=== com_mmio_ctrl ===
Figure 1. Placed standard cells (com_mmio_ctrl).
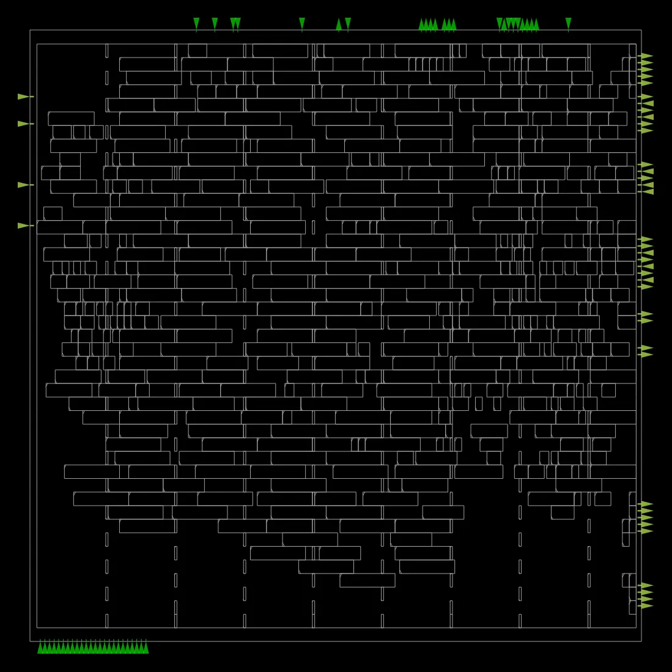
`src/rtl/com_ctrl_pkg.sv`:
```
// Shared definitions for the serial-port MMIO controller: register offsets,
// STATUS bit positions and the transmit sequencer state encoding.
package com_ctrl_pkg;

  localparam logic COM_REG_DATA = 1'b0;
  localparam logic COM_REG_STAT = 1'b1;

  localparam int STAT_RX_AVAIL = 0;
  localparam int STAT_TX_RDY   = 1;
  localparam int STAT_RX_OVF   = 2;
  localparam int STAT_TX_DROP  = 3;
  localparam int STAT_RX_IE    = 4;
  localparam int STAT_TX_IE    = 5;
  localparam int STAT_W        = 6;

  typedef enum logic [1:0] {
    TX_IDLE    = 2'd0,
    TX_START   = 2'd1,
    TX_WAIT_HI = 2'd2,
    TX_WAIT_LO = 2'd3
  } tx_state_e;

  function automatic logic [STAT_W-1:0] pack_status(
    input logic rx_avail, input logic tx_rdy, input logic rx_ovf,
    input logic tx_drop, input logic rx_ie, input logic tx_ie);
    logic [STAT_W-1:0] s;
    s                = '0;
    s[STAT_RX_AVAIL] = rx_avail;
    s[STAT_TX_RDY]   = tx_rdy;
    s[STAT_RX_OVF]   = rx_ovf;
    s[STAT_TX_DROP]  = tx_drop;
    s[STAT_RX_IE]    = rx_ie;
    s[STAT_TX_IE]    = tx_ie;
    return s;
  endfunction

endpackage

```
`src/rtl/byte_fifo.sv`:
```
// Synchronous 8-bit FIFO. A push while full is discarded unless a pop happens
// in the same cycle; a pop while empty is ignored.
module byte_fifo #(
  parameter int FIFO_AW = 4
) (
  input  logic       clk,
  input  logic       rst,
  input  logic       push,
  input  logic       pop,
  input  logic [7:0] din,
  output logic [7:0] dout,
  output logic       empty,
  output logic       full
);

  localparam int DEPTH = 1 << FIFO_AW;

  logic [7:0]         mem [DEPTH];
  logic [FIFO_AW-1:0] wr_ptr_q, wr_ptr_d;
  logic [FIFO_AW-1:0] rd_ptr_q, rd_ptr_d;
  logic [FIFO_AW:0]   count_q, count_d;
  logic               push_ok, pop_ok;

  assign empty = (count_q == '0);
  assign full  = (count_q == (FIFO_AW+1)'(DEPTH));
  assign dout  = mem[rd_ptr_q];

  always_comb begin
    pop_ok   = pop & ~empty;
    // At full, a concurrent pop frees the slot the push lands in.
    push_ok  = push & (~full | pop_ok);
    wr_ptr_d = push_ok ? wr_ptr_q + FIFO_AW'(1) : wr_ptr_q;
    rd_ptr_d = pop_ok  ? rd_ptr_q + FIFO_AW'(1) : rd_ptr_q;
    count_d  = count_q + (FIFO_AW+1)'(push_ok) - (FIFO_AW+1)'(pop_ok);
  end

  always_ff @(posedge clk) begin
    if (push_ok) mem[wr_ptr_q] <= din;
  end

  always_ff @(posedge clk or posedge rst) begin
    if (rst) begin
      wr_ptr_q <= '0;
      rd_ptr_q <= '0;
      count_q  <= '0;
    end else begin
      wr_ptr_q <= wr_ptr_d;
      rd_ptr_q <= rd_ptr_d;
      count_q  <= count_d;
    end
  end

endmodule

```
`src/rtl/com_mmio_ctrl.sv`:
```
// CPU-facing serial-port controller: RX byte FIFO, single-byte transmit
// sequencer, DATA/STATUS registers and a level interrupt.
module com_mmio_ctrl
  import com_ctrl_pkg::*;
#(
  parameter int FIFO_AW = 4
) (
  input  logic        clk,
  input  logic        rst,
  input  logic        bus_addr,
  input  logic        bus_rd,
  input  logic        bus_wr,
  input  logic [31:0] bus_wdata,
  output logic [31:0] bus_rdata,
  input  logic [7:0]  rx_data,
  input  logic        rx_ready,
  input  logic        tx_busy,
  output logic        tx_start,
  output logic [7:0]  tx_data,
  output logic        irq
);

  logic        rx_ready_q;
  logic        rx_push_q, rx_push_d;
  logic [7:0]  rx_byte_q, rx_byte_d;
  logic [31:0] bus_rdata_q, bus_rdata_d;
  logic        rx_ovf_q, rx_ovf_d;
  logic        tx_drop_q, tx_drop_d;
  logic        rx_ie_q, rx_ie_d;
  logic        tx_ie_q, tx_ie_d;
  logic        irq_q, irq_d;
  tx_state_e   state_q;
  logic        tx_start_q;
  logic [7:0]  tx_data_q;

  logic              data_rd, stat_rd, data_wr, ctrl_wr;
  logic              tx_idle, fifo_pop, fifo_empty, fifo_full;
  logic [7:0]        fifo_dout;
  logic [STAT_W-1:0] status;
  logic              unused_wdata;

  assign unused_wdata = ^bus_wdata[31:8];

  byte_fifo #(.FIFO_AW(FIFO_AW)) u_rx_fifo (
    .clk   (clk),
    .rst   (rst),
    .push  (rx_push_q),
    .pop   (fifo_pop),
    .din   (rx_byte_q),
    .dout  (fifo_dout),
    .empty (fifo_empty),
    .full  (fifo_full)
  );

  always_comb begin
    // A write wins over a simultaneous read; the read is then ignored.
    data_rd  = bus_rd & ~bus_wr & (bus_addr == COM_REG_DATA);
    stat_rd  = bus_rd & ~bus_wr & (bus_addr == COM_REG_STAT);
    data_wr  = bus_wr & (bus_addr == COM_REG_DATA);
    ctrl_wr  = bus_wr & (bus_addr == COM_REG_STAT);
    tx_idle  = (state_q == TX_IDLE);
    fifo_pop = data_rd & ~fifo_empty;

    rx_push_d = rx_ready & ~rx_ready_q;
    rx_byte_d = rx_push_d ? rx_data : rx_byte_q;

    status = pack_status(~fifo_empty, tx_idle, rx_ovf_q, tx_drop_q, rx_ie_q, tx_ie_q);

    bus_rdata_d = bus_rdata_q;
    if (data_rd)      bus_rdata_d = fifo_empty ? 32'h0 : {24'h0, fifo_dout};
    else if (stat_rd) bus_rdata_d = {{(32-STAT_W){1'b0}}, status};

    // New error events take priority over the clear-on-read.
    rx_ovf_d  = (rx_push_q & fifo_full & ~fifo_pop) | (rx_ovf_q & ~stat_rd);
    tx_drop_d = (data_wr & ~tx_idle) | (tx_drop_q & ~stat_rd);
    rx_ie_d   = ctrl_wr ? bus_wdata[STAT_RX_IE] : rx_ie_q;
    tx_ie_d   = ctrl_wr ? bus_wdata[STAT_TX_IE] : tx_ie_q;
    irq_d     = (rx_ie_q & ~fifo_empty) | (tx_ie_q & tx_idle);
  end

  always_ff @(posedge clk or posedge rst) begin
    if (rst) begin
      rx_ready_q  <= 1'b0;
      rx_push_q   <= 1'b0;
      rx_byte_q   <= 8'h0;
      bus_rdata_q <= 32'h0;
      rx_ovf_q    <= 1'b0;
      tx_drop_q   <= 1'b0;
      rx_ie_q     <= 1'b0;
      tx_ie_q     <= 1'b0;
      irq_q       <= 1'b0;
    end else begin
      rx_ready_q  <= rx_ready;
      rx_push_q   <= rx_push_d;
      rx_byte_q   <= rx_byte_d;
      bus_rdata_q <= bus_rdata_d;
      rx_ovf_q    <= rx_ovf_d;
      tx_drop_q   <= tx_drop_d;
      rx_ie_q     <= rx_ie_d;
      tx_ie_q     <= tx_ie_d;
      irq_q       <= irq_d;
    end
  end

  // Transmit sequencer: one start pulse, then track the busy pulse of the UART.
  always_ff @(posedge clk or posedge rst) begin
    if (rst) begin
      state_q    <= TX_IDLE;
      tx_start_q <= 1'b0;
      tx_data_q  <= 8'h0;
    end else begin
      tx_start_q <= 1'b0;
      case (state_q)
        TX_IDLE: begin
          if (data_wr) begin
            state_q    <= TX_START;
            tx_start_q <= 1'b1;
            tx_data_q  <= bus_wdata[7:0];
          end
        end
        TX_START:   state_q <= TX_WAIT_HI;
        TX_WAIT_HI: if (tx_busy)  state_q <= TX_WAIT_LO;
        TX_WAIT_LO: if (!tx_busy) state_q <= TX_IDLE;
        default:    state_q <= TX_IDLE;
      endcase
    end
  end

  assign bus_rdata = bus_rdata_q;
  assign tx_start  = tx_start_q;
  assign tx_data   = tx_data_q;
  assign irq       = irq_q;

endmodule

```
`config.mk`:
```
export PLATFORM = sky130hd
export DESIGN_NAME = com_mmio_ctrl
export DESIGN_NICKNAME = d
export VERILOG_FILES = /design/src/rtl/com_ctrl_pkg.sv /design/src/rtl/byte_fifo.sv /design/src/rtl/com_mmio_ctrl.sv
export SDC_FILE = /design/constraint.sdc
export NUM_CORES = 1
export LEC_CHECK = 0
export CAP_MARGIN = 20
export CORE_UTILIZATION = 50
export DETAILED_ROUTE_END_ITERATION = 16
export GPL_ROUTABILITY_DRIVEN = 0
export PLACE_DENSITY = 0.72
export SYNTH_ARGS = -nofsm -noshare
export SYNTH_HDL_FRONTEND = slang
export SYNTH_SLANG_ARGS = --single-unit
```
`constraint.sdc`:
```
create_clock -name clk -period 2.85 [get_ports clk]
set_clock_uncertainty 0.05 [all_clocks]
set_input_delay 0.285 -clock clk [delete_from_list [all_inputs] [get_ports clk]]
set_output_delay 0.285 -clock clk [all_outputs]
set_load 0.02 [all_outputs]
```
==> reports/metrics.cfg <==
[global_routing]
antenna_found_initial=0
grt_overflow=0

[floorplanning]
die.size.y_microns=122
core_area_sq_um=14000
pin_count=89

[pwr]
p_leak_nw=3.19
switchingPower_mw=2.37
netSwitchingFraction=0.303
powerSeq_mw=3.50
comb-power_mw=2.27

[synth]
synth_top_area_share=0.529
top_logic_kind=multiplexers
ys_area_sq_um=7260

[run_status]
outcome=completed

[run]
max_cap_viol_count=0

[critical_path]
max_stage_delay_ns=0.39
path_delay_family=adder cells
crit_end=u_rx_fifo.count_q[4]
worstRegToRegCells=13

[clock_network]
cts_tree=yes
cts_root_buf=clkbuf_16

[cells_and_area]
final_common_cell=edfxtp_1
diodes=0

[route]
wirelength_mm=13.0

[final_timing]
setup_ws_ns=0.268
setup-tns-final_ns=0

About Figure 1:
fill count: 978
Rows: 43
Layout Cells excl Fill: 684
flip-flops: 175


=== parity_frame_ctrl ===
--- config.mk ---
export PLATFORM = sky130hd
export DESIGN_NAME = parity_frame_ctrl
export DESIGN_NICKNAME = d
export VERILOG_FILES = /design/src/rtl/parity_pkg.sv /design/src/rtl/parity_frame_ctrl_parity.sv /design/src/rtl/parity_frame_ctrl.sv
export SDC_FILE = /design/constraint.sdc
export NUM_CORES = 1
export LEC_CHECK = 0
export CAP_MARGIN = 20
export CORE_MARGIN = 2
export CORE_UTILIZATION = 55
export DETAILED_ROUTE_END_ITERATION = 6
export GPL_ROUTABILITY_DRIVEN = 0
export HOLD_SLACK_MARGIN = 0.03
export PLACE_DENSITY = 0.84
export SLEW_MARGIN = 20
export SYNTH_ARGS = -nofsm -noshare
export SYNTH_HDL_FRONTEND = slang
export SYNTH_SLANG_ARGS = --single-unit
--- constraint.sdc ---
create_clock -name i_clk -period 7.7 [get_ports i_clk]
set_input_delay 1.925 -clock i_clk [delete_from_list [all_inputs] [get_ports i_clk]]
set_output_delay 1.925 -clock i_clk [all_outputs]
set_load 0.1 [all_outputs]
--- src/rtl/parity_pkg.sv ---
// Shared definitions for the parity frame controller: state encoding and width defaults.
package parity_pkg;

    localparam int BW_DATA_DEF = 8;
    localparam int BW_LEN_DEF  = 8;
    localparam int BW_ERR_CNT  = 8;

    localparam logic [BW_ERR_CNT-1:0] ERR_CNT_MAX = '1;

    typedef enum logic [1:0] {
        ST_IDLE  = 2'd0,
        ST_RUN   = 2'd1,
        ST_CHECK = 2'd2
    } state_t;

endpackage

--- src/rtl/parity_frame_ctrl_parity.sv ---
// Combinational word parity: reduction XOR of one data word.
module parity_frame_ctrl_parity #(
    parameter int BW_DATA = 8
) (
    input  logic [BW_DATA-1:0] data,
    output logic               par
);

    assign par = ^data;

endmodule

--- src/rtl/parity_frame_ctrl.sv ---
// Frame parity checker: accumulates word parity over a frame of i_len beats,
// then reports the frame parity, a mismatch flag and a saturating error count.
//
// state    | meaning
// ---------+-----------------------------------------------------------
// ST_IDLE  | waiting for i_start; frame fields latched on acceptance
// ST_RUN   | accepting beats (i_valid while o_ready) until len beats seen
// ST_CHECK | one-cycle completion: o_done high, o_par/o_err just updated
module parity_frame_ctrl
    import parity_pkg::*;
#(
    parameter int BW_DATA = BW_DATA_DEF,
    parameter int BW_LEN  = BW_LEN_DEF
) (
    input  logic                  i_clk,
    input  logic                  i_rstn,
    input  logic                  i_start,
    input  logic [BW_LEN-1:0]     i_len,
    input  logic                  i_odd,
    input  logic                  i_exp_par,
    input  logic [BW_DATA-1:0]    i_data,
    input  logic                  i_valid,
    output logic                  o_ready,
    output logic                  o_busy,
    output logic                  o_done,
    output logic                  o_par,
    output logic                  o_err,
    output logic [BW_ERR_CNT-1:0] o_err_cnt
);

    state_t                  state;
    state_t                  state_next;
    logic [BW_LEN-1:0]       len_q;
    logic [BW_LEN-1:0]       cnt;
    logic                    odd_q;
    logic                    exp_q;
    logic                    acc;
    logic                    par_q;
    logic                    err_q;
    logic [BW_ERR_CNT-1:0]   err_cnt;

    logic                    word_par;
    logic                    beat;
    logic                    last_beat;
    logic                    enter_check;
    logic                    par_next;
    logic                    exp_sel;
    logic                    err_next;

    parity_frame_ctrl_parity #(
        .BW_DATA (BW_DATA)
    ) u_parity (
        .data (i_data),
        .par  (word_par)
    );

    assign beat      = i_valid && (state == ST_RUN);
    assign last_beat = beat && (cnt == (len_q - BW_LEN'(1)));
    assign err_next  = par_next ^ exp_sel;

    always_comb begin
        state_next  = state;
        enter_check = 1'b0;
        par_next    = 1'b0;
        exp_sel     = 1'b0;
        case (state)
            ST_IDLE: begin
                if (i_start) begin
                    if (i_len == '0) begin
                        // Empty frame: parity is just the mode bit.
                        state_next  = ST_CHECK;
                        enter_check = 1'b1;
                        par_next    = i_odd;
                        exp_sel     = i_exp_par;
                    end else begin
                        state_next = ST_RUN;
                    end
                end
            end
            ST_RUN: begin
                if (last_beat) begin
                    state_next  = ST_CHECK;
                    enter_check = 1'b1;
                    par_next    = acc ^ word_par ^ odd_q;
                    exp_sel     = exp_q;
                end
            end
            ST_CHECK: state_next = ST_IDLE;
            default:  state_next = ST_IDLE;
        endcase
    end

    always_ff @(posedge i_clk or negedge i_rstn) begin
        if (!i_rstn) begin
            state   <= ST_IDLE;
            len_q   <= '0;
            cnt     <= '0;
            odd_q   <= 1'b0;
            exp_q   <= 1'b0;
            acc     <= 1'b0;
            par_q   <= 1'b0;
            err_q   <= 1'b0;
            err_cnt <= '0;
        end else begin
            state <= state_next;
            if ((state == ST_IDLE) && i_start) begin
                len_q <= i_len;
                odd_q <= i_odd;
                exp_q <= i_exp_par;
                acc   <= 1'b0;
                cnt   <= '0;
            end else if (beat) begin
                acc <= acc ^ word_par;
                cnt <= cnt + BW_LEN'(1);
            end
            if (enter_check) begin
                par_q <= par_next;
                err_q <= err_next;
                if (err_next && (err_cnt != ERR_CNT_MAX)) begin
                    err_cnt <= err_cnt + BW_ERR_CNT'(1);
                end
            end
        end
    end

    assign o_ready   = (state == ST_RUN);
    assign o_busy    = (state != ST_IDLE);
    assign o_done    = (state == ST_CHECK);
    assign o_par     = par_q;
    assign o_err     = err_q;
    assign o_err_cnt = err_cnt;

endmodule
Figure 2. Placed standard cells (parity_frame_ctrl).
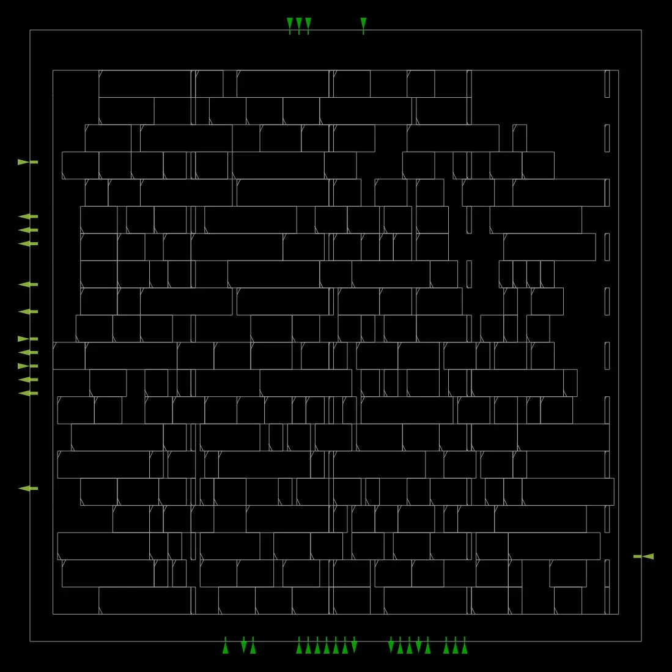
Final Core Density: 0.734
Seq/total area: 0.343
Rows: 20
core footprint: 3080 sq um

Figure 3. Register map, names as in the netlist (parity_frame_ctrl).
The bar under the picture is 20 microns long. Other sequential cells in the stronger gray, the rest of the logic in the fainter gray.
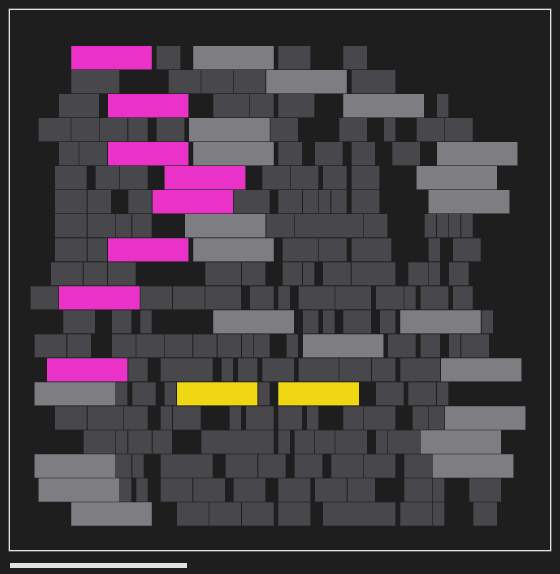
state: shown in yellow, sequential cells 2. o_err_cnt: shown in magenta, sequential cells 8.
Another 21 sequential cells are not colored.

==> reports/metrics.cfg <==
[run_status]
outcome=completed

[final_timing]
rsz0062_at_grt=false
hold_violations=0

[cells_and_area]
final_nets=232
final_common_cell=clkdlybuf4s50_1
flops=31
dominant_cells=multi-input combinational cells

[critical_path]
cp_num_cells=9
ff2ff_setup_slack_ns=4.68
worstPathCellList=clkdlybuf4s50_1, xor2_1, xnor3_1, xnor3_1, a211oi_1, a31oi_1, nor2_2, o21ai_2, mux2_4
reg2reg_from=len_q[0]
max_stage_delay_ns=0.47

[clock_network]
cts_resized=0
htreeDepth=2
cts_setup_buffers=0
clk_path_buf_depth=2

[global_routing]
grt_pass1_vias=1479
track_usage=0.236
grt_max_degree=32

[pwr]
powerSeq_mw=0.271
p_per_area_nw_per_um2=337
seqPwrFrac=0.357

[synth]
top_cell=dfrtp_1
synth.area.mux_share=0.0522
ys_area_sq_um=1800

[run]
max_cap_viol_count=0

[floorplanning]
die.size.y_microns=61.2

[route]
via_per_inst=5.54


=== matmul_apb_sequencer ===
Figure 4. Clock network drawn from the DEF (matmul_apb_sequencer).
The bar under the picture is 20 microns long.
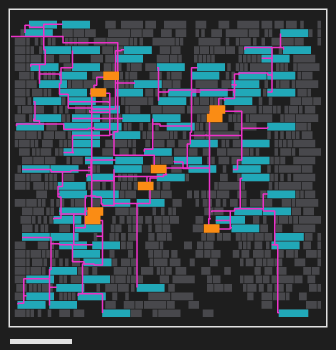
Figure 5. Register map, names as in the netlist (matmul_apb_sequencer).
The bar under the picture is 20 microns long. Other sequential cells in the stronger gray, the rest of the logic in the fainter gray.
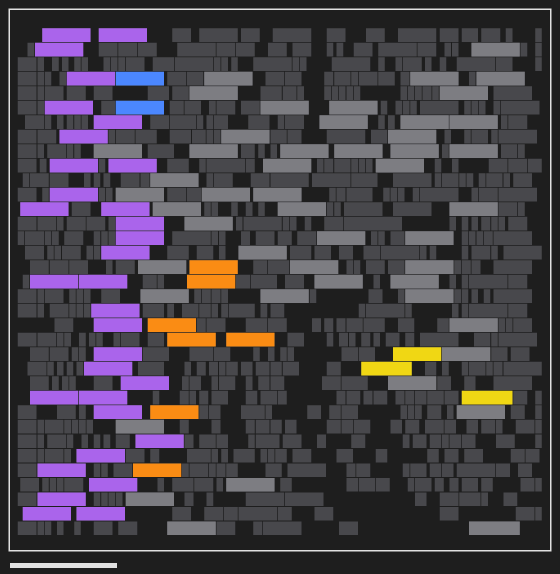
Figure 6. Wire density map (matmul_apb_sequencer).
The die is cut into 20 by 20 equal tiles; dark blue is low, red is high, scaled to the fullest tile. Values are wire area over tile area, all layers added.
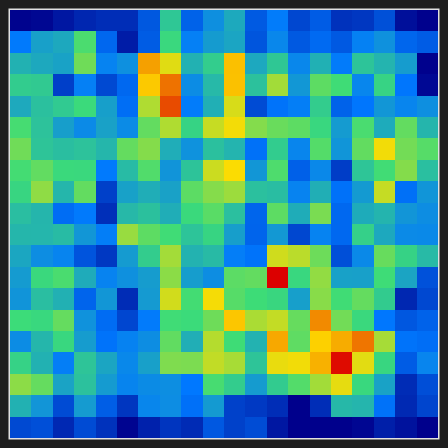
$ cat src/rtl/matmul_apb_sequencer.sv
`timescale 1ns/1ps
`default_nettype none
// ============================================================================
//  Module   : matmul_apb_sequencer
//  Purpose  : APB master that runs one matrix-multiply job on the matmul
//             slave: load A/B rows, start, poll for completion, then read
//             every result element back and stream it out.
//  Revision : 1.0 - initial release
// ============================================================================
module matmul_apb_sequencer #(
    parameter int DATA_WIDTH = 16,
    parameter int BUS_WIDTH  = 32,
    parameter int ADDR_WIDTH = 16,
    parameter int MAX_DIM    = BUS_WIDTH / DATA_WIDTH,
    parameter int POLL_LIMIT = 64
) (
    input  logic                                 clk,
    input  logic                                 rst_n,
    // job request
    input  logic                                 job_valid_i,
    output logic                                 job_ready_o,
    input  logic                                 job_mode_i,
    input  logic [1:0]                           job_dest_i,
    input  logic [1:0]                           job_c_i,
    input  logic [1:0]                           job_n_i,
    input  logic [1:0]                           job_k_i,
    input  logic [1:0]                           job_m_i,
    // operand buffer
    output logic                                 op_rd_o,
    output logic [$clog2(2*MAX_DIM)-1:0]         op_addr_o,
    input  logic [BUS_WIDTH-1:0]                 op_rdata_i,
    // APB master
    output logic                                 psel_o,
    output logic                                 penable_o,
    output logic                                 pwrite_o,
    output logic [ADDR_WIDTH-1:0]                paddr_o,
    output logic [BUS_WIDTH-1:0]                 pwdata_o,
    output logic [BUS_WIDTH/8-1:0]               pstrb_o,
    input  logic [BUS_WIDTH-1:0]                 prdata_i,
    input  logic                                 pready_i,
    input  logic                                 pslverr_i,
    // result stream
    output logic                                 res_valid_o,
    output logic [$clog2(MAX_DIM*MAX_DIM)-1:0]   res_idx_o,
    output logic [BUS_WIDTH-1:0]                 res_data_o,
    // status
    output logic                                 busy_o,
    output logic                                 job_done_o,
    output logic                                 job_err_o
);

    localparam int OP_AW  = $clog2(2*MAX_DIM);
    localparam int IDX_W  = $clog2(MAX_DIM*MAX_DIM);
    localparam int POLL_W = $clog2(POLL_LIMIT+1);
    localparam int IDXF_W = ADDR_WIDTH - 5;

    localparam logic [IDX_W-1:0]  ROW_LAST  = IDX_W'(MAX_DIM - 1);
    localparam logic [IDX_W-1:0]  ELEM_LAST = IDX_W'(MAX_DIM*MAX_DIM - 1);
    localparam logic [POLL_W-1:0] POLL_LAST = POLL_W'(POLL_LIMIT - 1);
    localparam logic [OP_AW-1:0]  B_BASE    = OP_AW'(MAX_DIM);

    localparam logic [4:0] REG_CTRL = 5'h00;
    localparam logic [4:0] REG_A    = 5'h04;
    localparam logic [4:0] REG_B    = 5'h08;
    localparam logic [4:0] REG_SCR  = 5'h10;

    typedef enum logic [2:0] {
        S_IDLE   = 3'd0,
        S_LOAD_A = 3'd1,
        S_LOAD_B = 3'd2,
        S_START  = 3'd3,
        S_POLL   = 3'd4,
        S_READ   = 3'd5,
        S_DONE   = 3'd6
    } state_e;

    // Per-transfer phase; FETCH is only used in front of operand row writes.
    typedef enum logic [1:0] {
        PH_FETCH  = 2'd0,
        PH_SETUP  = 2'd1,
        PH_ACCESS = 2'd2
    } phase_e;

    state_e                 state_q,     state_d;
    phase_e                 phase_q,     phase_d;
    logic [IDX_W-1:0]       idx_q,       idx_d;
    logic [POLL_W-1:0]      poll_q,      poll_d;
    logic                   err_q,       err_d;
    logic                   mode_q,      mode_d;
    logic [1:0]             dest_q,      dest_d;
    logic [1:0]             c_q,         c_d;
    logic [1:0]             n_q,         n_d;
    logic [1:0]             k_q,         k_d;
    logic [1:0]             m_q,         m_d;
    logic [BUS_WIDTH-1:0]   row_q,       row_d;
    logic                   res_valid_q, res_valid_d;
    logic [IDX_W-1:0]       res_idx_q,   res_idx_d;
    logic [BUS_WIDTH-1:0]   res_data_q,  res_data_d;

    logic                   w_xfer;
    logic                   w_load;
    logic                   w_complete;
    logic [4:0]             w_sel;
    logic [IDXF_W-1:0]      w_index;
    logic [BUS_WIDTH-1:0]   w_ctrl;

    // State, counters, latched job fields and the registered result stream.
    always_ff @(posedge clk or negedge rst_n) begin
        if (!rst_n) begin
            state_q     <= S_IDLE;
            phase_q     <= PH_FETCH;
            idx_q       <= '0;
            poll_q      <= '0;
            err_q       <= 1'b0;
            mode_q      <= 1'b0;
            dest_q      <= '0;
            c_q         <= '0;
            n_q         <= '0;
            k_q         <= '0;
            m_q         <= '0;
            row_q       <= '0;
            res_valid_q <= 1'b0;
            res_idx_q   <= '0;
            res_data_q  <= '0;
        end else begin
            state_q     <= state_d;
            phase_q     <= phase_d;
            idx_q       <= idx_d;
            poll_q      <= poll_d;
            err_q       <= err_d;
            mode_q      <= mode_d;
            dest_q      <= dest_d;
            c_q         <= c_d;
            n_q         <= n_d;
            k_q         <= k_d;
            m_q         <= m_d;
            row_q       <= row_d;
            res_valid_q <= res_valid_d;
            res_idx_q   <= res_idx_d;
            res_data_q  <= res_data_d;
        end
    end

    // A transfer finishes when the slave answers in the ACCESS phase.
    always_comb begin
        w_complete = (phase_q == PH_ACCESS) && pready_i;
    end

    // Next-state logic for the job sequence and its per-transfer phases.
    always_comb begin
        state_d     = state_q;
        phase_d     = phase_q;
        idx_d       = idx_q;
        poll_d      = poll_q;
        err_d       = err_q;
        mode_d      = mode_q;
        dest_d      = dest_q;
        c_d         = c_q;
        n_d         = n_q;
        k_d         = k_q;
        m_d         = m_q;
        row_d       = row_q;
        res_valid_d = 1'b0;
        res_idx_d   = res_idx_q;
        res_data_d  = res_data_q;

        case (state_q)
            S_IDLE: begin
                if (job_valid_i) begin
                    mode_d  = job_mode_i;
                    dest_d  = job_dest_i;
                    c_d     = job_c_i;
                    n_d     = job_n_i;
                    k_d     = job_k_i;
                    m_d     = job_m_i;
                    idx_d   = '0;
                    poll_d  = '0;
                    err_d   = 1'b0;
                    state_d = S_LOAD_A;
                    phase_d = PH_FETCH;
                end
            end

            S_LOAD_A, S_LOAD_B: begin
                case (phase_q)
                    PH_FETCH: phase_d = PH_SETUP;
                    PH_SETUP: begin
                        // Operand row is only valid now; hold it for ACCESS.
                        row_d   = op_rdata_i;
                        phase_d = PH_ACCESS;
                    end
                    default: begin
                        if (w_complete) begin
                            if (pslverr_i) begin
                                err_d   = 1'b1;
                                state_d = S_DONE;
                            end else if (idx_q == ROW_LAST) begin
                                idx_d = '0;
                                if (state_q == S_LOAD_A) begin
                                    state_d = S_LOAD_B;
                                    phase_d = PH_FETCH;
                                end else begin
                                    state_d = S_START;
                                    phase_d = PH_SETUP;
                                end
                            end else begin
                                idx_d   = idx_q + 1'b1;
                                phase_d = PH_FETCH;
                            end
                        end
                    end
                endcase
            end

            S_START: begin
                if (phase_q != PH_ACCESS) begin
                    phase_d = PH_ACCESS;
                end else if (w_complete) begin
                    if (pslverr_i) begin
                        err_d   = 1'b1;
                        state_d = S_DONE;
                    end else begin
                        state_d = S_POLL;
                        phase_d = PH_SETUP;
                    end
                end
            end

            S_POLL: begin
                if (phase_q != PH_ACCESS) begin
                    phase_d = PH_ACCESS;
                end else if (w_complete) begin
                    poll_d = poll_q + 1'b1;
                    if (pslverr_i) begin
                        err_d   = 1'b1;
                        state_d = S_DONE;
                    end else if (!prdata_i[0]) begin
                        idx_d   = '0;
                        state_d = S_READ;
                        phase_d = PH_SETUP;
                    end else if (poll_q == POLL_LAST) begin
                        err_d   = 1'b1;
                        state_d = S_DONE;
                    end else begin
                        phase_d = PH_SETUP;
                    end
                end
            end

            S_READ: begin
                if (phase_q != PH_ACCESS) begin
                    phase_d = PH_ACCESS;
                end else if (w_complete) begin
                    if (pslverr_i) begin
                        err_d   = 1'b1;
                        state_d = S_DONE;
                    end else begin
                        res_valid_d = 1'b1;
                        res_idx_d   = idx_q;
                        res_data_d  = prdata_i;
                        if (idx_q == ELEM_LAST) begin
                            state_d = S_DONE;
                        end else begin
                            idx_d   = idx_q + 1'b1;
                            phase_d = PH_SETUP;
                        end
                    end
                end
            end

            S_DONE: begin
                state_d = S_IDLE;
                phase_d = PH_FETCH;
            end

            default: begin
                state_d = S_IDLE;
                phase_d = PH_FETCH;
            end
        endcase
    end

    // Bus-facing decode: everything is a function of state so reset clears it at once.
    always_comb begin
        w_load    = (state_q == S_LOAD_A) || (state_q == S_LOAD_B);
        w_xfer    = (w_load || (state_q == S_START) || (state_q == S_POLL) ||
                     (state_q == S_READ)) && (phase_q != PH_FETCH);
        w_ctrl    = BUS_WIDTH'({m_q, k_q, n_q, 2'b00, c_q, dest_q, mode_q, 1'b1});
        w_sel     = REG_CTRL;
        w_index   = '0;
        psel_o    = 1'b0;
        penable_o = 1'b0;
        pwrite_o  = 1'b0;
        paddr_o   = '0;
        pwdata_o  = '0;
        pstrb_o   = '0;
        op_rd_o   = 1'b0;
        op_addr_o = '0;

        case (state_q)
            S_LOAD_A: begin
                w_sel   = REG_A;
                w_index = IDXF_W'(idx_q);
            end
            S_LOAD_B: begin
                w_sel   = REG_B;
                w_index = IDXF_W'(idx_q);
            end
            S_READ: begin
                w_sel   = REG_SCR + {1'b0, dest_q, 2'b00};
                w_index = IDXF_W'(idx_q);
            end
            default: begin
                w_sel   = REG_CTRL;
                w_index = '0;
            end
        endcase

        if (w_load && (phase_q == PH_FETCH)) begin
            op_rd_o   = 1'b1;
            op_addr_o = (state_q == S_LOAD_B) ? (B_BASE + OP_AW'(idx_q)) : OP_AW'(idx_q);
        end

        if (w_xfer) begin
            psel_o    = 1'b1;
            penable_o = (phase_q == PH_ACCESS);
            pwrite_o  = w_load || (state_q == S_START);
            paddr_o   = {w_index, w_sel};
            pstrb_o   = pwrite_o ? '1 : '0;
            if (w_load) begin
                pwdata_o = (phase_q == PH_SETUP) ? op_rdata_i : row_q;
            end else if (state_q == S_START) begin
                pwdata_o = w_ctrl;
            end
        end
    end

    // Status and result outputs.
    always_comb begin
        job_ready_o = (state_q == S_IDLE);
        busy_o      = (state_q != S_IDLE);
        job_done_o  = (state_q == S_DONE);
        job_err_o   = (state_q == S_DONE) && err_q;
        res_valid_o = res_valid_q;
        res_idx_o   = res_idx_q;
        res_data_o  = res_data_q;
    end

endmodule
`default_nettype wire

$ cat config.mk
export PLATFORM = sky130hd
export DESIGN_NAME = matmul_apb_sequencer
export DESIGN_NICKNAME = d
export VERILOG_FILES = /design/src/rtl/matmul_apb_sequencer.sv
export SDC_FILE = /design/constraint.sdc
export NUM_CORES = 1
export LEC_CHECK = 0
export CORE_UTILIZATION = 48
export CTS_CLUSTER_DIAMETER = 120
export DETAILED_ROUTE_END_ITERATION = 8
export MAX_ROUTING_LAYER = met4
export PLACE_DENSITY_LB_ADDON = 0.1
export SYNTH_ARGS = -nofsm -noshare
export SYNTH_HDL_FRONTEND = slang
export SYNTH_SLANG_ARGS = --single-unit
export TNS_END_PERCENT = 30
$ cat constraint.sdc
create_clock -name clk -period 2.55 [get_ports clk]
set_clock_uncertainty 0.05 [all_clocks]
set_input_delay 0.255 -clock clk [delete_from_list [all_inputs] [get_ports clk]]
set_output_delay 0.255 -clock clk [all_outputs]
set_load 0.05 [all_outputs]
==> reports/metrics.cfg <==
[critical_path]
crit_type=reg -> out
worstPathCellList=nor2b_1, o21ai_2, a21oi_2, buf_12, a22oi_1, a21oi_1, buf_12
ff2ff_setup_slack_ns=0.36
arrival_ns=2.14

[final_timing]
setup-tns-final_ns=0
final.min_clock_period_ns=2.44

[pwr]
finalPower_mw=8.79

[run_status]
outcome=completed

[placement]
place_congestion=0.888

[worst_hold_path]
hold_depth=3

[cells_and_area]
finalInstanceArea_sq_um=7140
final_nets=805
area_growth_pct=50.9
inverters=11

[synth]
synth.cell_area_sq_um=4730
top_logic_kind=simple AND/OR/NAND/NOR gates
syn_avg_cell_area_sq_um=8.37

[floorplanning]
initCoreUtil=0.505

[clock_network]
cts_root_buf=clkbuf_8

[run]
tool_warnings=29

## Picture notes: Figure 4
flip-flops: shown in cyan, count 93. clock drivers: shown in orange, count 9. clock wires: shown in magenta, length 1080 microns.
There are 10 routed clock nets.

## Picture notes: Figure 5
poll_q: shown in orange, sequential cells 7. res_data_o: shown in purple, sequential cells 32, where a column on the left. k_q: shown in blue, sequential cells 2. state_q: shown in yellow, sequential cells 3.
Another 49 sequential cells are not colored.

## Picture notes: Figure 6
The fullest tile reaches 0.57. 26% of the tiles are over half the peak. 3.0% of the tiles are nearly empty.


=== famicom_multi_scanner ===
Figure 7. Placed standard cells (famicom_multi_scanner).
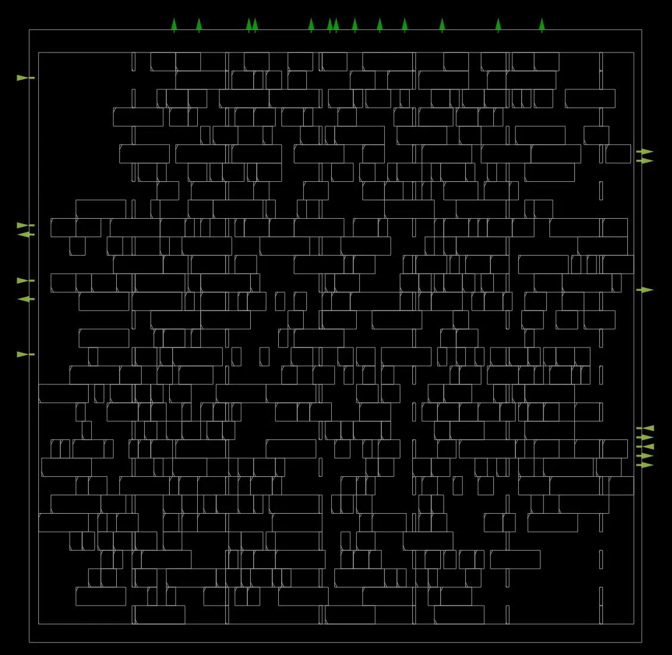
Figure 8. Cells by drive strength (famicom_multi_scanner).
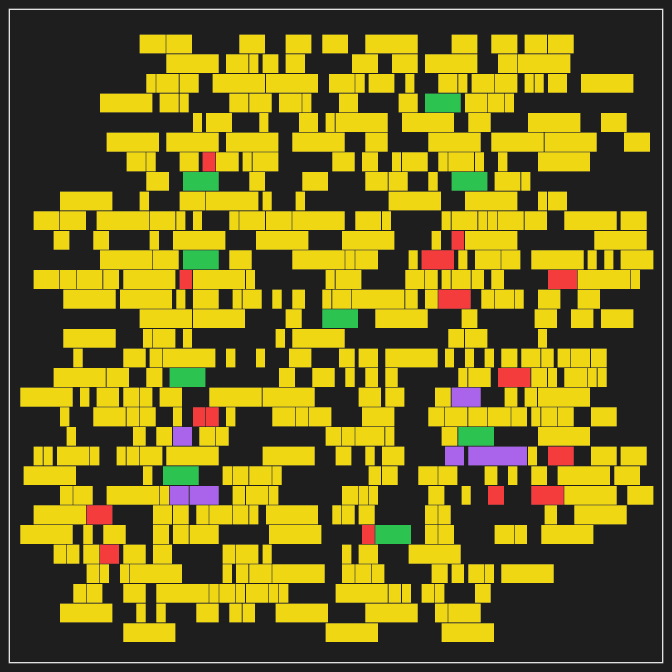
## config.mk

```make
export PLATFORM = sky130hd
export DESIGN_NAME = famicom_multi_scanner
export DESIGN_NICKNAME = d
export VERILOG_FILES = /design/src/rtl/famicom_multi_scanner.sv
export SDC_FILE = /design/constraint.sdc
export NUM_CORES = 1
export LEC_CHECK = 0
export CORE_UTILIZATION = 45
export DETAILED_ROUTE_END_ITERATION = 12
export GPL_ROUTABILITY_DRIVEN = 0
export GPL_TIMING_DRIVEN = 0
export PLACE_DENSITY = 0.63
export SLEW_MARGIN = 20
export SYNTH_ARGS = -nofsm -noshare
export SYNTH_HDL_FRONTEND = slang
export SYNTH_SLANG_ARGS = --single-unit
```

## constraint.sdc

```tcl
create_clock -name fpga_clock -period 4.58 [get_ports fpga_clock]
set_input_delay 0.687 -clock fpga_clock [delete_from_list [all_inputs] [get_ports fpga_clock]]
set_output_delay 0.687 -clock fpga_clock [all_outputs]
set_load 0.005 [all_outputs]
```

## src/rtl/famicom_multi_scanner.sv

```systemverilog
// Multi-port Famicom/NES/SNES serial controller scanner: one shared latch and
// pulse line, per-channel synchronized data, periodic and on-demand scans.
module famicom_multi_scanner #(
    parameter int unsigned CHANNELS        = 2,
    parameter int unsigned BITS            = 8,
    parameter int unsigned LATCH_CYCLES    = 600,
    parameter int unsigned HALF_CYCLES     = 300,
    parameter int unsigned POLL_CYCLES     = 833333,
    parameter int unsigned ACTIVE_LOW_DATA = 1
) (
    input  logic                       fpga_clock,
    input  logic                       reset_n,
    input  logic                       enable,
    input  logic                       poll_now,
    input  logic [CHANNELS-1:0]        famicom_data,
    output logic                       famicom_latch,
    output logic                       famicom_pulse,
    output logic [CHANNELS*BITS-1:0]   buttons,
    output logic                       buttons_valid,
    output logic                       buttons_changed,
    output logic                       busy
);

    localparam int unsigned CNT_MAX = (LATCH_CYCLES > HALF_CYCLES) ? LATCH_CYCLES : HALF_CYCLES;
    localparam int unsigned CNT_W   = $clog2(CNT_MAX);
    localparam int unsigned POLL_W  = $clog2(POLL_CYCLES);
    localparam int unsigned IDX_W   = $clog2(BITS);
    localparam int unsigned LATCH_LAST = LATCH_CYCLES - 1;
    localparam int unsigned HALF_LAST  = HALF_CYCLES - 1;
    localparam int unsigned POLL_LAST  = POLL_CYCLES - 1;
    localparam int unsigned IDX_LAST   = BITS - 1;

    typedef enum logic [2:0] {
        S_IDLE,
        S_LATCH,
        S_PULSE_HI,
        S_PULSE_LO,
        S_COMMIT
    } state_e;

    state_e                          state_q, state_d;
    logic [CNT_W-1:0]                cnt_q, cnt_d;
    logic [IDX_W-1:0]                idx_q, idx_d;
    logic [POLL_W-1:0]               timer_q, timer_d;
    logic [CHANNELS-1:0]             sync1_q, sync2_q;
    logic [CHANNELS-1:0][BITS-1:0]   shift_q, shift_d;
    logic                            latch_q, pulse_q, busy_q, valid_q, changed_q;
    logic [CHANNELS*BITS-1:0]        buttons_q;
    logic                            timer_wrap_c;
    logic                            sample_c;
    logic [CHANNELS*BITS-1:0]        commit_val_c;

    assign timer_wrap_c = (timer_q == POLL_W'(POLL_LAST));
    assign timer_d      = timer_wrap_c ? '0 : timer_q + POLL_W'(1);
    assign commit_val_c = (ACTIVE_LOW_DATA != 0) ? ~shift_q : shift_q;

    // Next-state logic; one shared phase counter times latch and both pulse halves
    always_comb begin
        state_d  = state_q;
        cnt_d    = cnt_q;
        idx_d    = idx_q;
        shift_d  = shift_q;
        sample_c = 1'b0;
        case (state_q)
            S_IDLE: begin
                cnt_d = '0;
                idx_d = '0;
                if (poll_now || (timer_wrap_c && enable)) begin
                    state_d = S_LATCH;
                end
            end
            S_LATCH: begin
                if (cnt_q == CNT_W'(LATCH_LAST)) begin
                    sample_c = 1'b1;
                    cnt_d    = '0;
                    idx_d    = idx_q + IDX_W'(1);
                    state_d  = S_PULSE_HI;
                end else begin
                    cnt_d = cnt_q + CNT_W'(1);
                end
            end
            S_PULSE_HI: begin
                if (cnt_q == CNT_W'(HALF_LAST)) begin
                    cnt_d   = '0;
                    state_d = S_PULSE_LO;
                end else begin
                    cnt_d = cnt_q + CNT_W'(1);
                end
            end
            S_PULSE_LO: begin
                if (cnt_q == CNT_W'(HALF_LAST)) begin
                    sample_c = 1'b1;
                    cnt_d    = '0;
                    if (idx_q == IDX_W'(IDX_LAST)) begin
                        state_d = S_COMMIT;
                    end else begin
                        idx_d   = idx_q + IDX_W'(1);
                        state_d = S_PULSE_HI;
                    end
                end else begin
                    cnt_d = cnt_q + CNT_W'(1);
                end
            end
            S_COMMIT: begin
                state_d = S_IDLE;
            end
            default: begin
                state_d = S_IDLE;
            end
        endcase
        if (sample_c) begin
            for (int c = 0; c < CHANNELS; c++) begin
                shift_d[c][idx_q] = sync2_q[c];
            end
        end
    end

    // State, datapath and output registers; strobes decode from next state so pins come straight from flops
    always_ff @(posedge fpga_clock) begin
        if (!reset_n) begin
            state_q   <= S_IDLE;
            cnt_q     <= '0;
            idx_q     <= '0;
            timer_q   <= '0;
            sync1_q   <= '0;
            sync2_q   <= '0;
            shift_q   <= '0;
            latch_q   <= 1'b0;
            pulse_q   <= 1'b0;
            busy_q    <= 1'b0;
            valid_q   <= 1'b0;
            changed_q <= 1'b0;
            buttons_q <= '0;
        end else begin
            state_q   <= state_d;
            cnt_q     <= cnt_d;
            idx_q     <= idx_d;
            timer_q   <= timer_d;
            sync1_q   <= famicom_data;
            sync2_q   <= sync1_q;
            shift_q   <= shift_d;
            latch_q   <= (state_d == S_LATCH);
            pulse_q   <= (state_d == S_PULSE_HI);
            busy_q    <= (state_d != S_IDLE);
            valid_q   <= (state_q == S_COMMIT);
            if (state_q == S_COMMIT) begin
                buttons_q <= commit_val_c;
                changed_q <= (commit_val_c != buttons_q);
            end else begin
                changed_q <= 1'b0;
            end
        end
    end

    assign famicom_latch   = latch_q;
    assign famicom_pulse   = pulse_q;
    assign busy            = busy_q;
    assign buttons_valid   = valid_q;
    assign buttons_changed = changed_q;
    assign buttons         = buttons_q;

endmodule

```

==> reports/metrics.cfg <==
[critical_path]
cp-start-kind=flop
worstReg2RegEnd=shift_q[12]
worstPathCellList=clkbuf_1, or3b_1, nor4_1, o21ai_0, mux2i_1

[final_timing]
setup_ws_ns=2.28

[clock_network]
hold_buffers=0
htreeDepth=3
clk_path_buf_depth=2
cts_sinks=77

[pwr]
intPower_mw=0.890
pwr-share-clk=0.374
p_per_area_nw_per_um2=290

[cells_and_area]
final_nets=437
final_cell_mix=dfxtp_1 (77), nor2_1 (43), nand2_1 (32), clkdlybuf4s50_1 (25), xnor2_1 (20)
finalInstanceArea_sq_um=4060
layout-drive-gt1-share=0.0696
logic_gates=284
post-route-util=0.548
top_register=timer_q

[run_status]
outcome=completed

[route]
wl_met2_mm=3.46
drc_errors=0
num_vias=2881

[global_routing]
track_usage=0.207
grt_use_met1=0.276
grt_max_degree=14

[synth]
top_cell=dfxtp_1
top_cells_by_area=dfxtp_1 (44%), xnor2_1 (5.0%), nor2_1 (4.6%)

[placement]
placed_area_sq_um=3890

[worst_hold_path]
hold_depth=1

[run]
max_cap_viol_count=0

About Figure 7:
core footprint: 7410 sq um
flip-flops: 77
fill count: 702

About Figure 8:
_3 and _4 cells: shown in purple, cells 6, share 1.4%, most used clkinvlp_4. _2 cells: shown in red, cells 15, share 3.5%, most used clkinv_2. _0 and _1 cells: shown in yellow, cells 401, share 93%, most used dfxtp_1. _6 and larger: shown in green, cells 9, share 2.1%, most used clkbuf_8.


=== rgb_hue_monitor ===
--- src/rtl/rgb_pkg.sv ---
// Shared hue encodings and helpers for the RGB sequencer and monitor.
// Patterns are {R,G,B}; hue indices step modulo six.
package rgb_pkg;

  typedef enum logic [2:0] {
    RED     = 3'd0,
    YELLOW  = 3'd1,
    GREEN   = 3'd2,
    CYAN    = 3'd3,
    BLUE    = 3'd4,
    MAGENTA = 3'd5
  } hue_t;

  localparam int NUM_HUES = 6;

  localparam logic [2:0] PAT_RED     = 3'b100;
  localparam logic [2:0] PAT_YELLOW  = 3'b110;
  localparam logic [2:0] PAT_GREEN   = 3'b010;
  localparam logic [2:0] PAT_CYAN    = 3'b011;
  localparam logic [2:0] PAT_BLUE    = 3'b001;
  localparam logic [2:0] PAT_MAGENTA = 3'b101;

  typedef enum logic [1:0] {
    IDLE   = 2'd0,
    TRACK  = 2'd1,
    LOCKED = 2'd2
  } mon_state_t;

  function automatic logic hue_valid_pat(
    input logic [2:0] p
  );
    return (p != 3'b000) && (p != 3'b111);
  endfunction

  function automatic hue_t pat_to_hue(
    input logic [2:0] p
  );
    hue_t h;
    case (p)
      PAT_YELLOW:  h = YELLOW;
      PAT_GREEN:   h = GREEN;
      PAT_CYAN:    h = CYAN;
      PAT_BLUE:    h = BLUE;
      PAT_MAGENTA: h = MAGENTA;
      default:     h = RED;
    endcase
    return h;
  endfunction

  function automatic hue_t hue_next(
    input hue_t h
  );
    return (h == MAGENTA) ? RED
                          : hue_t'(h + 3'd1);
  endfunction

  function automatic hue_t hue_prev(
    input hue_t h
  );
    return (h == RED) ? MAGENTA
                      : hue_t'(h - 3'd1);
  endfunction

endpackage

--- src/rtl/rgb_glitch_filter.sv ---
// Synchronizes the three RGB lines and accepts a pattern only
// after it has been seen unchanged for STABLE_CYCLES samples.
module rgb_glitch_filter #(
  parameter int SYNC_STAGES   = 2,
  parameter int STABLE_CYCLES = 16
) (
  input  logic       clk,
  input  logic       rst_n,
  input  logic [2:0] rgb,
  output logic [2:0] pattern,
  output logic       accept
);

  localparam int SW =
    (STABLE_CYCLES > 1) ? $clog2(STABLE_CYCLES) : 1;
  localparam logic [SW-1:0] STAB_MAX =
    SW'(STABLE_CYCLES - 1);

  logic [SYNC_STAGES-1:0][2:0] sy;
  logic [2:0]                  synced;
  logic [2:0]                  cand;
  logic [2:0]                  acc;
  logic [SW-1:0]               stab;

  assign synced  = sy[SYNC_STAGES-1];
  assign accept  = (stab == STAB_MAX) && (cand != acc);
  assign pattern = cand;

  // Multi-flop synchronizer chain for the asynchronous lines.
  always_ff @(posedge clk or negedge rst_n) begin
    if (!rst_n) begin
      sy <= '0;
    end else begin
      sy <= {sy[SYNC_STAGES-2:0], rgb};
    end
  end

  // Candidate tracking, stability count and accepted pattern.
  always_ff @(posedge clk or negedge rst_n) begin
    if (!rst_n) begin
      cand <= '0;
      stab <= '0;
      acc  <= '0;
    end else begin
      if (synced != cand) begin
        cand <= synced;
        stab <= '0;
      end else if (stab != STAB_MAX) begin
        stab <= stab + 1'b1;
      end
      if (accept) begin
        acc <= cand;
      end
    end
  end

endmodule

--- src/rtl/rgb_hue_monitor.sv ---
// Recovers the displayed hue from the RGB drive lines and tracks
// step direction, dwell time, sequence errors and cycle lock.
module rgb_hue_monitor
  import rgb_pkg::*;
#(
  parameter int SYNC_STAGES   = 2,
  parameter int STABLE_CYCLES = 16,
  parameter int DWELL_W       = 24,
  parameter int NOMINAL_DWELL = 2_000_001,
  parameter int DWELL_TOL     = 1000,
  parameter int LOCK_STEPS    = 6
) (
  input  logic               clk,
  input  logic               rst_n,
  input  logic               rgb_r,
  input  logic               rgb_g,
  input  logic               rgb_b,
  output logic               hue_valid,
  output logic [2:0]         hue_idx,
  output logic               hue_strobe,
  output logic               dir_fwd,
  output logic               seq_err,
  output logic [DWELL_W-1:0] dwell_cycles,
  output logic               dwell_ok,
  output logic               locked
);

  localparam int RW = $clog2(LOCK_STEPS + 1);
  localparam logic [RW-1:0] RUN_MAX = RW'(LOCK_STEPS);
  localparam logic [DWELL_W-1:0] D_MAX = '1;
  localparam logic [DWELL_W:0] NOM =
    (DWELL_W + 1)'(NOMINAL_DWELL);
  localparam logic [DWELL_W:0] TOL =
    (DWELL_W + 1)'(DWELL_TOL);

  logic [2:0]         pat;
  logic               accept;
  logic [DWELL_W-1:0] cnt;
  logic [DWELL_W-1:0] dwell_now;
  logic [DWELL_W:0]   dwell_ext;
  logic [DWELL_W:0]   diff;
  logic               ok_now;
  logic               new_valid;
  hue_t               new_hue;
  hue_t               cur;
  logic               step_fwd;
  logic               step_rev;

  mon_state_t         state;
  mon_state_t         state_n;
  logic [RW-1:0]      run;
  logic [RW-1:0]      run_n;
  logic               has_dir;
  logic               has_dir_n;
  logic               dir_n;
  logic               err_n;

  rgb_glitch_filter #(
    .SYNC_STAGES   (SYNC_STAGES),
    .STABLE_CYCLES (STABLE_CYCLES)
  ) u_filt (
    .clk     (clk),
    .rst_n   (rst_n),
    .rgb     ({rgb_r, rgb_g, rgb_b}),
    .pattern (pat),
    .accept  (accept)
  );

  assign hue_idx   = cur;
  assign new_valid = hue_valid_pat(pat);
  assign new_hue   = pat_to_hue(pat);
  assign step_fwd  = (new_hue == hue_next(cur));
  assign step_rev  = (new_hue == hue_prev(cur));

  // Dwell of the pattern being left, and its distance from nominal.
  always_comb begin
    dwell_now = (cnt == D_MAX) ? D_MAX : cnt + 1'b1;
    dwell_ext = {1'b0, dwell_now};
    diff      = (dwell_ext >= NOM) ? dwell_ext - NOM
                                   : NOM - dwell_ext;
    ok_now    = (diff <= TOL);
  end

  // Next-state and step classification on each acceptance.
  always_comb begin
    state_n   = state;
    run_n     = run;
    has_dir_n = has_dir;
    dir_n     = dir_fwd;
    err_n     = 1'b0;
    if (accept) begin
      case (state)
        IDLE: begin
          if (new_valid) begin
            state_n   = TRACK;
            run_n     = '0;
            has_dir_n = 1'b0;
          end
        end
        default: begin
          if (!new_valid) begin
            state_n   = IDLE;
            run_n     = '0;
            has_dir_n = 1'b0;
            err_n     = 1'b1;
          end else if (step_fwd || step_rev) begin
            dir_n     = step_fwd;
            has_dir_n = 1'b1;
            if (has_dir && (dir_fwd == step_fwd)
                && ok_now) begin
              run_n = (run == RUN_MAX) ? run
                                       : run + 1'b1;
            end else begin
              run_n = ok_now ? RW'(1) : '0;
            end
            state_n = (run_n == RUN_MAX) ? LOCKED
                                         : TRACK;
          end else begin
            state_n   = TRACK;
            run_n     = '0;
            has_dir_n = 1'b0;
            err_n     = 1'b1;
          end
        end
      endcase
    end
    if ((state_n == LOCKED) && (run_n != RUN_MAX)) begin
      state_n = TRACK;
    end
  end

  // FSM state, run length, direction and error pulse.
  always_ff @(posedge clk or negedge rst_n) begin
    if (!rst_n) begin
      state   <= IDLE;
      run     <= '0;
      has_dir <= 1'b0;
      dir_fwd <= 1'b0;
      seq_err <= 1'b0;
      locked  <= 1'b0;
    end else begin
      state   <= state_n;
      run     <= run_n;
      has_dir <= has_dir_n;
      dir_fwd <= dir_n;
      seq_err <= err_n;
      locked  <= (state_n == LOCKED);
    end
  end

  // Hue register, dwell capture and saturating dwell counter.
  always_ff @(posedge clk or negedge rst_n) begin
    if (!rst_n) begin
      hue_strobe   <= 1'b0;
      hue_valid    <= 1'b0;
      cur          <= RED;
      dwell_cycles <= '0;
      dwell_ok     <= 1'b0;
      cnt          <= '0;
    end else begin
      hue_strobe <= accept;
      if (accept) begin
        hue_valid    <= new_valid;
        dwell_cycles <= dwell_now;
        dwell_ok     <= (state == IDLE) ? 1'b0 : ok_now;
        cnt          <= '0;
        if (new_valid) begin
          cur <= new_hue;
        end
      end else if (cnt != D_MAX) begin
        cnt <= cnt + 1'b1;
      end
    end
  end

endmodule

--- config.mk ---
export PLATFORM = sky130hd
export DESIGN_NAME = rgb_hue_monitor
export DESIGN_NICKNAME = d
export VERILOG_FILES = /design/src/rtl/rgb_pkg.sv /design/src/rtl/rgb_glitch_filter.sv /design/src/rtl/rgb_hue_monitor.sv
export SDC_FILE = /design/constraint.sdc
export NUM_CORES = 1
export LEC_CHECK = 0
export CORE_ASPECT_RATIO = 2
export CORE_MARGIN = 2
export CORE_UTILIZATION = 40
export CTS_BUF_LIST = sky130_fd_sc_hd__clkbuf_16
export DETAILED_ROUTE_END_ITERATION = 6
export HOLD_SLACK_MARGIN = 0.02
export SKIP_LAST_GASP = 1
export SLEW_MARGIN = 20
export SYNTH_ARGS = -nofsm -noshare
export SYNTH_HDL_FRONTEND = slang
export SYNTH_SLANG_ARGS = --single-unit
--- constraint.sdc ---
create_clock -name clk -period 5.24 [get_ports clk]
set_clock_uncertainty 0.15 [all_clocks]
set_input_delay 1.048 -clock clk [delete_from_list [all_inputs] [get_ports clk]]
set_output_delay 1.048 -clock clk [all_outputs]
set_load 0.02 [all_outputs]
==> reports/metrics.cfg <==
[final_timing]
worst-slew-pin-transition_ns=0.823

[route]
drt_pre_antenna_iters=5
highest_layer=met4
via_per_inst=6.05
wire_per_inst_microns=19.3

[critical_path]
cp_data_required_time_ns=5.29
cp-start-kind=flop
max_stage_delay_ns=0.46
reg2reg_from=cnt[1]
startpoint=cnt[1]

[floorplanning]
pin_count=38

[global_routing]
grt_pass1_vias=5406

[run_status]
outcome=completed

[placement]
placed_area_sq_um=6200

[synth]
enable_flop_cells=0
syn_inst=668
synthFlopType=dfrtp_1

[run]
max_cap_viol_count=0

[pwr]
pwr-share-clk=0.516
p_per_area_nw_per_um2=206

[cells_and_area]
finalInstanceArea_sq_um=6530
comb_area_share=0.530

[clock_network]
insertion_delay_ns=0.34

Figure 9. Placed standard cells (rgb_hue_monitor).
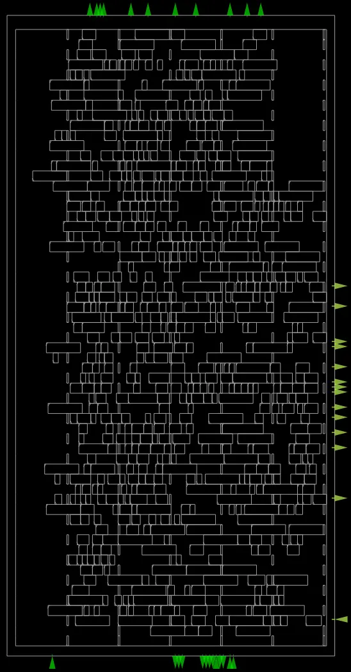
Final Core Density: 0.470
Rows: 61

Figure 10. Wire density map (rgb_hue_monitor).
The die is cut into 18 by 34 equal tiles; dark blue is low, red is high, scaled to the fullest tile. Values are wire area over tile area, all layers added.
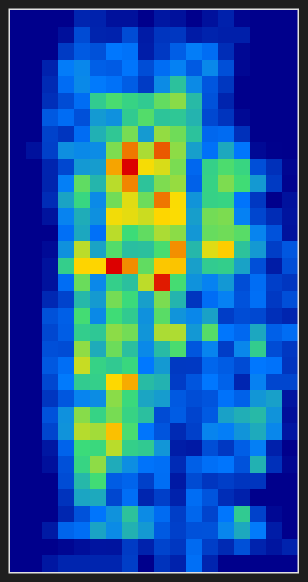
The densest ninth of the die: middle. 14% of the tiles are over half the peak. The emptiest ninth of the die: top right.



==> layout pictures side by side <==
Register map, names as in the netlist.
The bar under the picture is 20 microns long. Other sequential cells in the stronger gray, the rest of the logic in the fainter gray.
Plate I
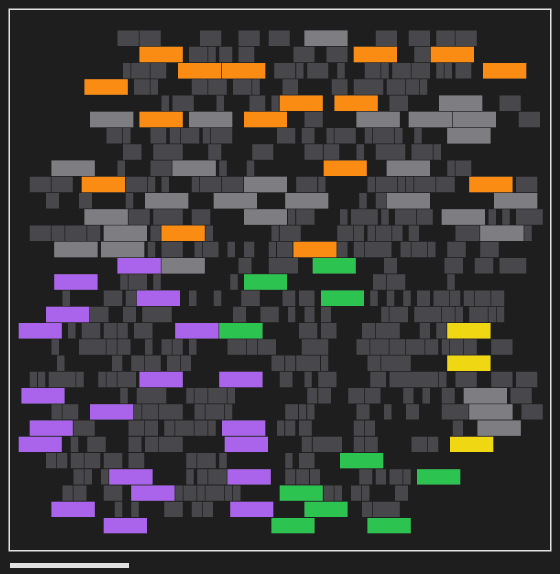
Plate II
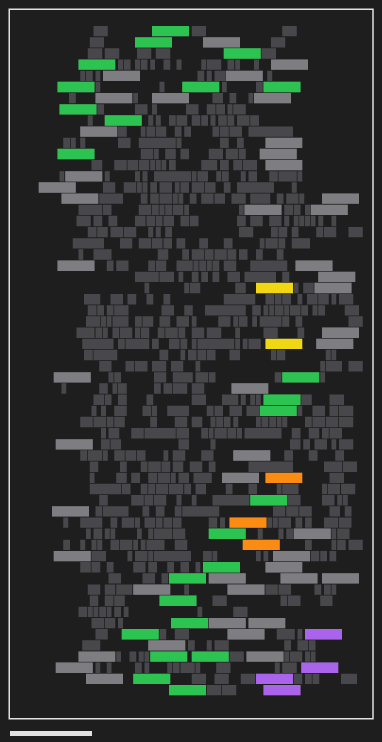
Plate III
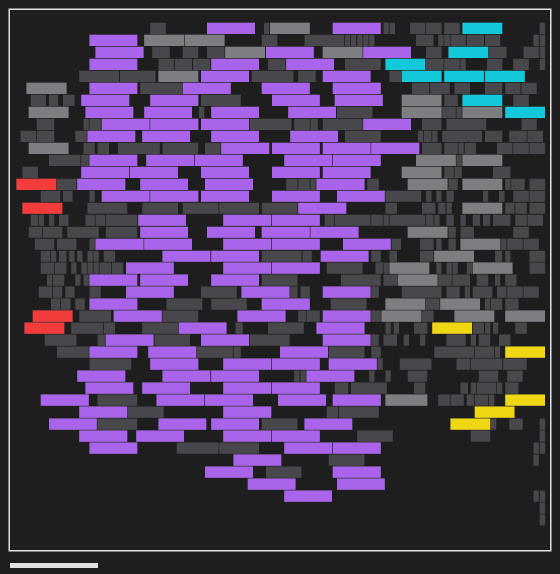
Plate I is famicom_multi_scanner.
Plate II is rgb_hue_monitor.
Plate III is com_mmio_ctrl.
- smallest die: Plate I
- most cells: Plate II

Power is estimated from default activity; no workload was simulated.
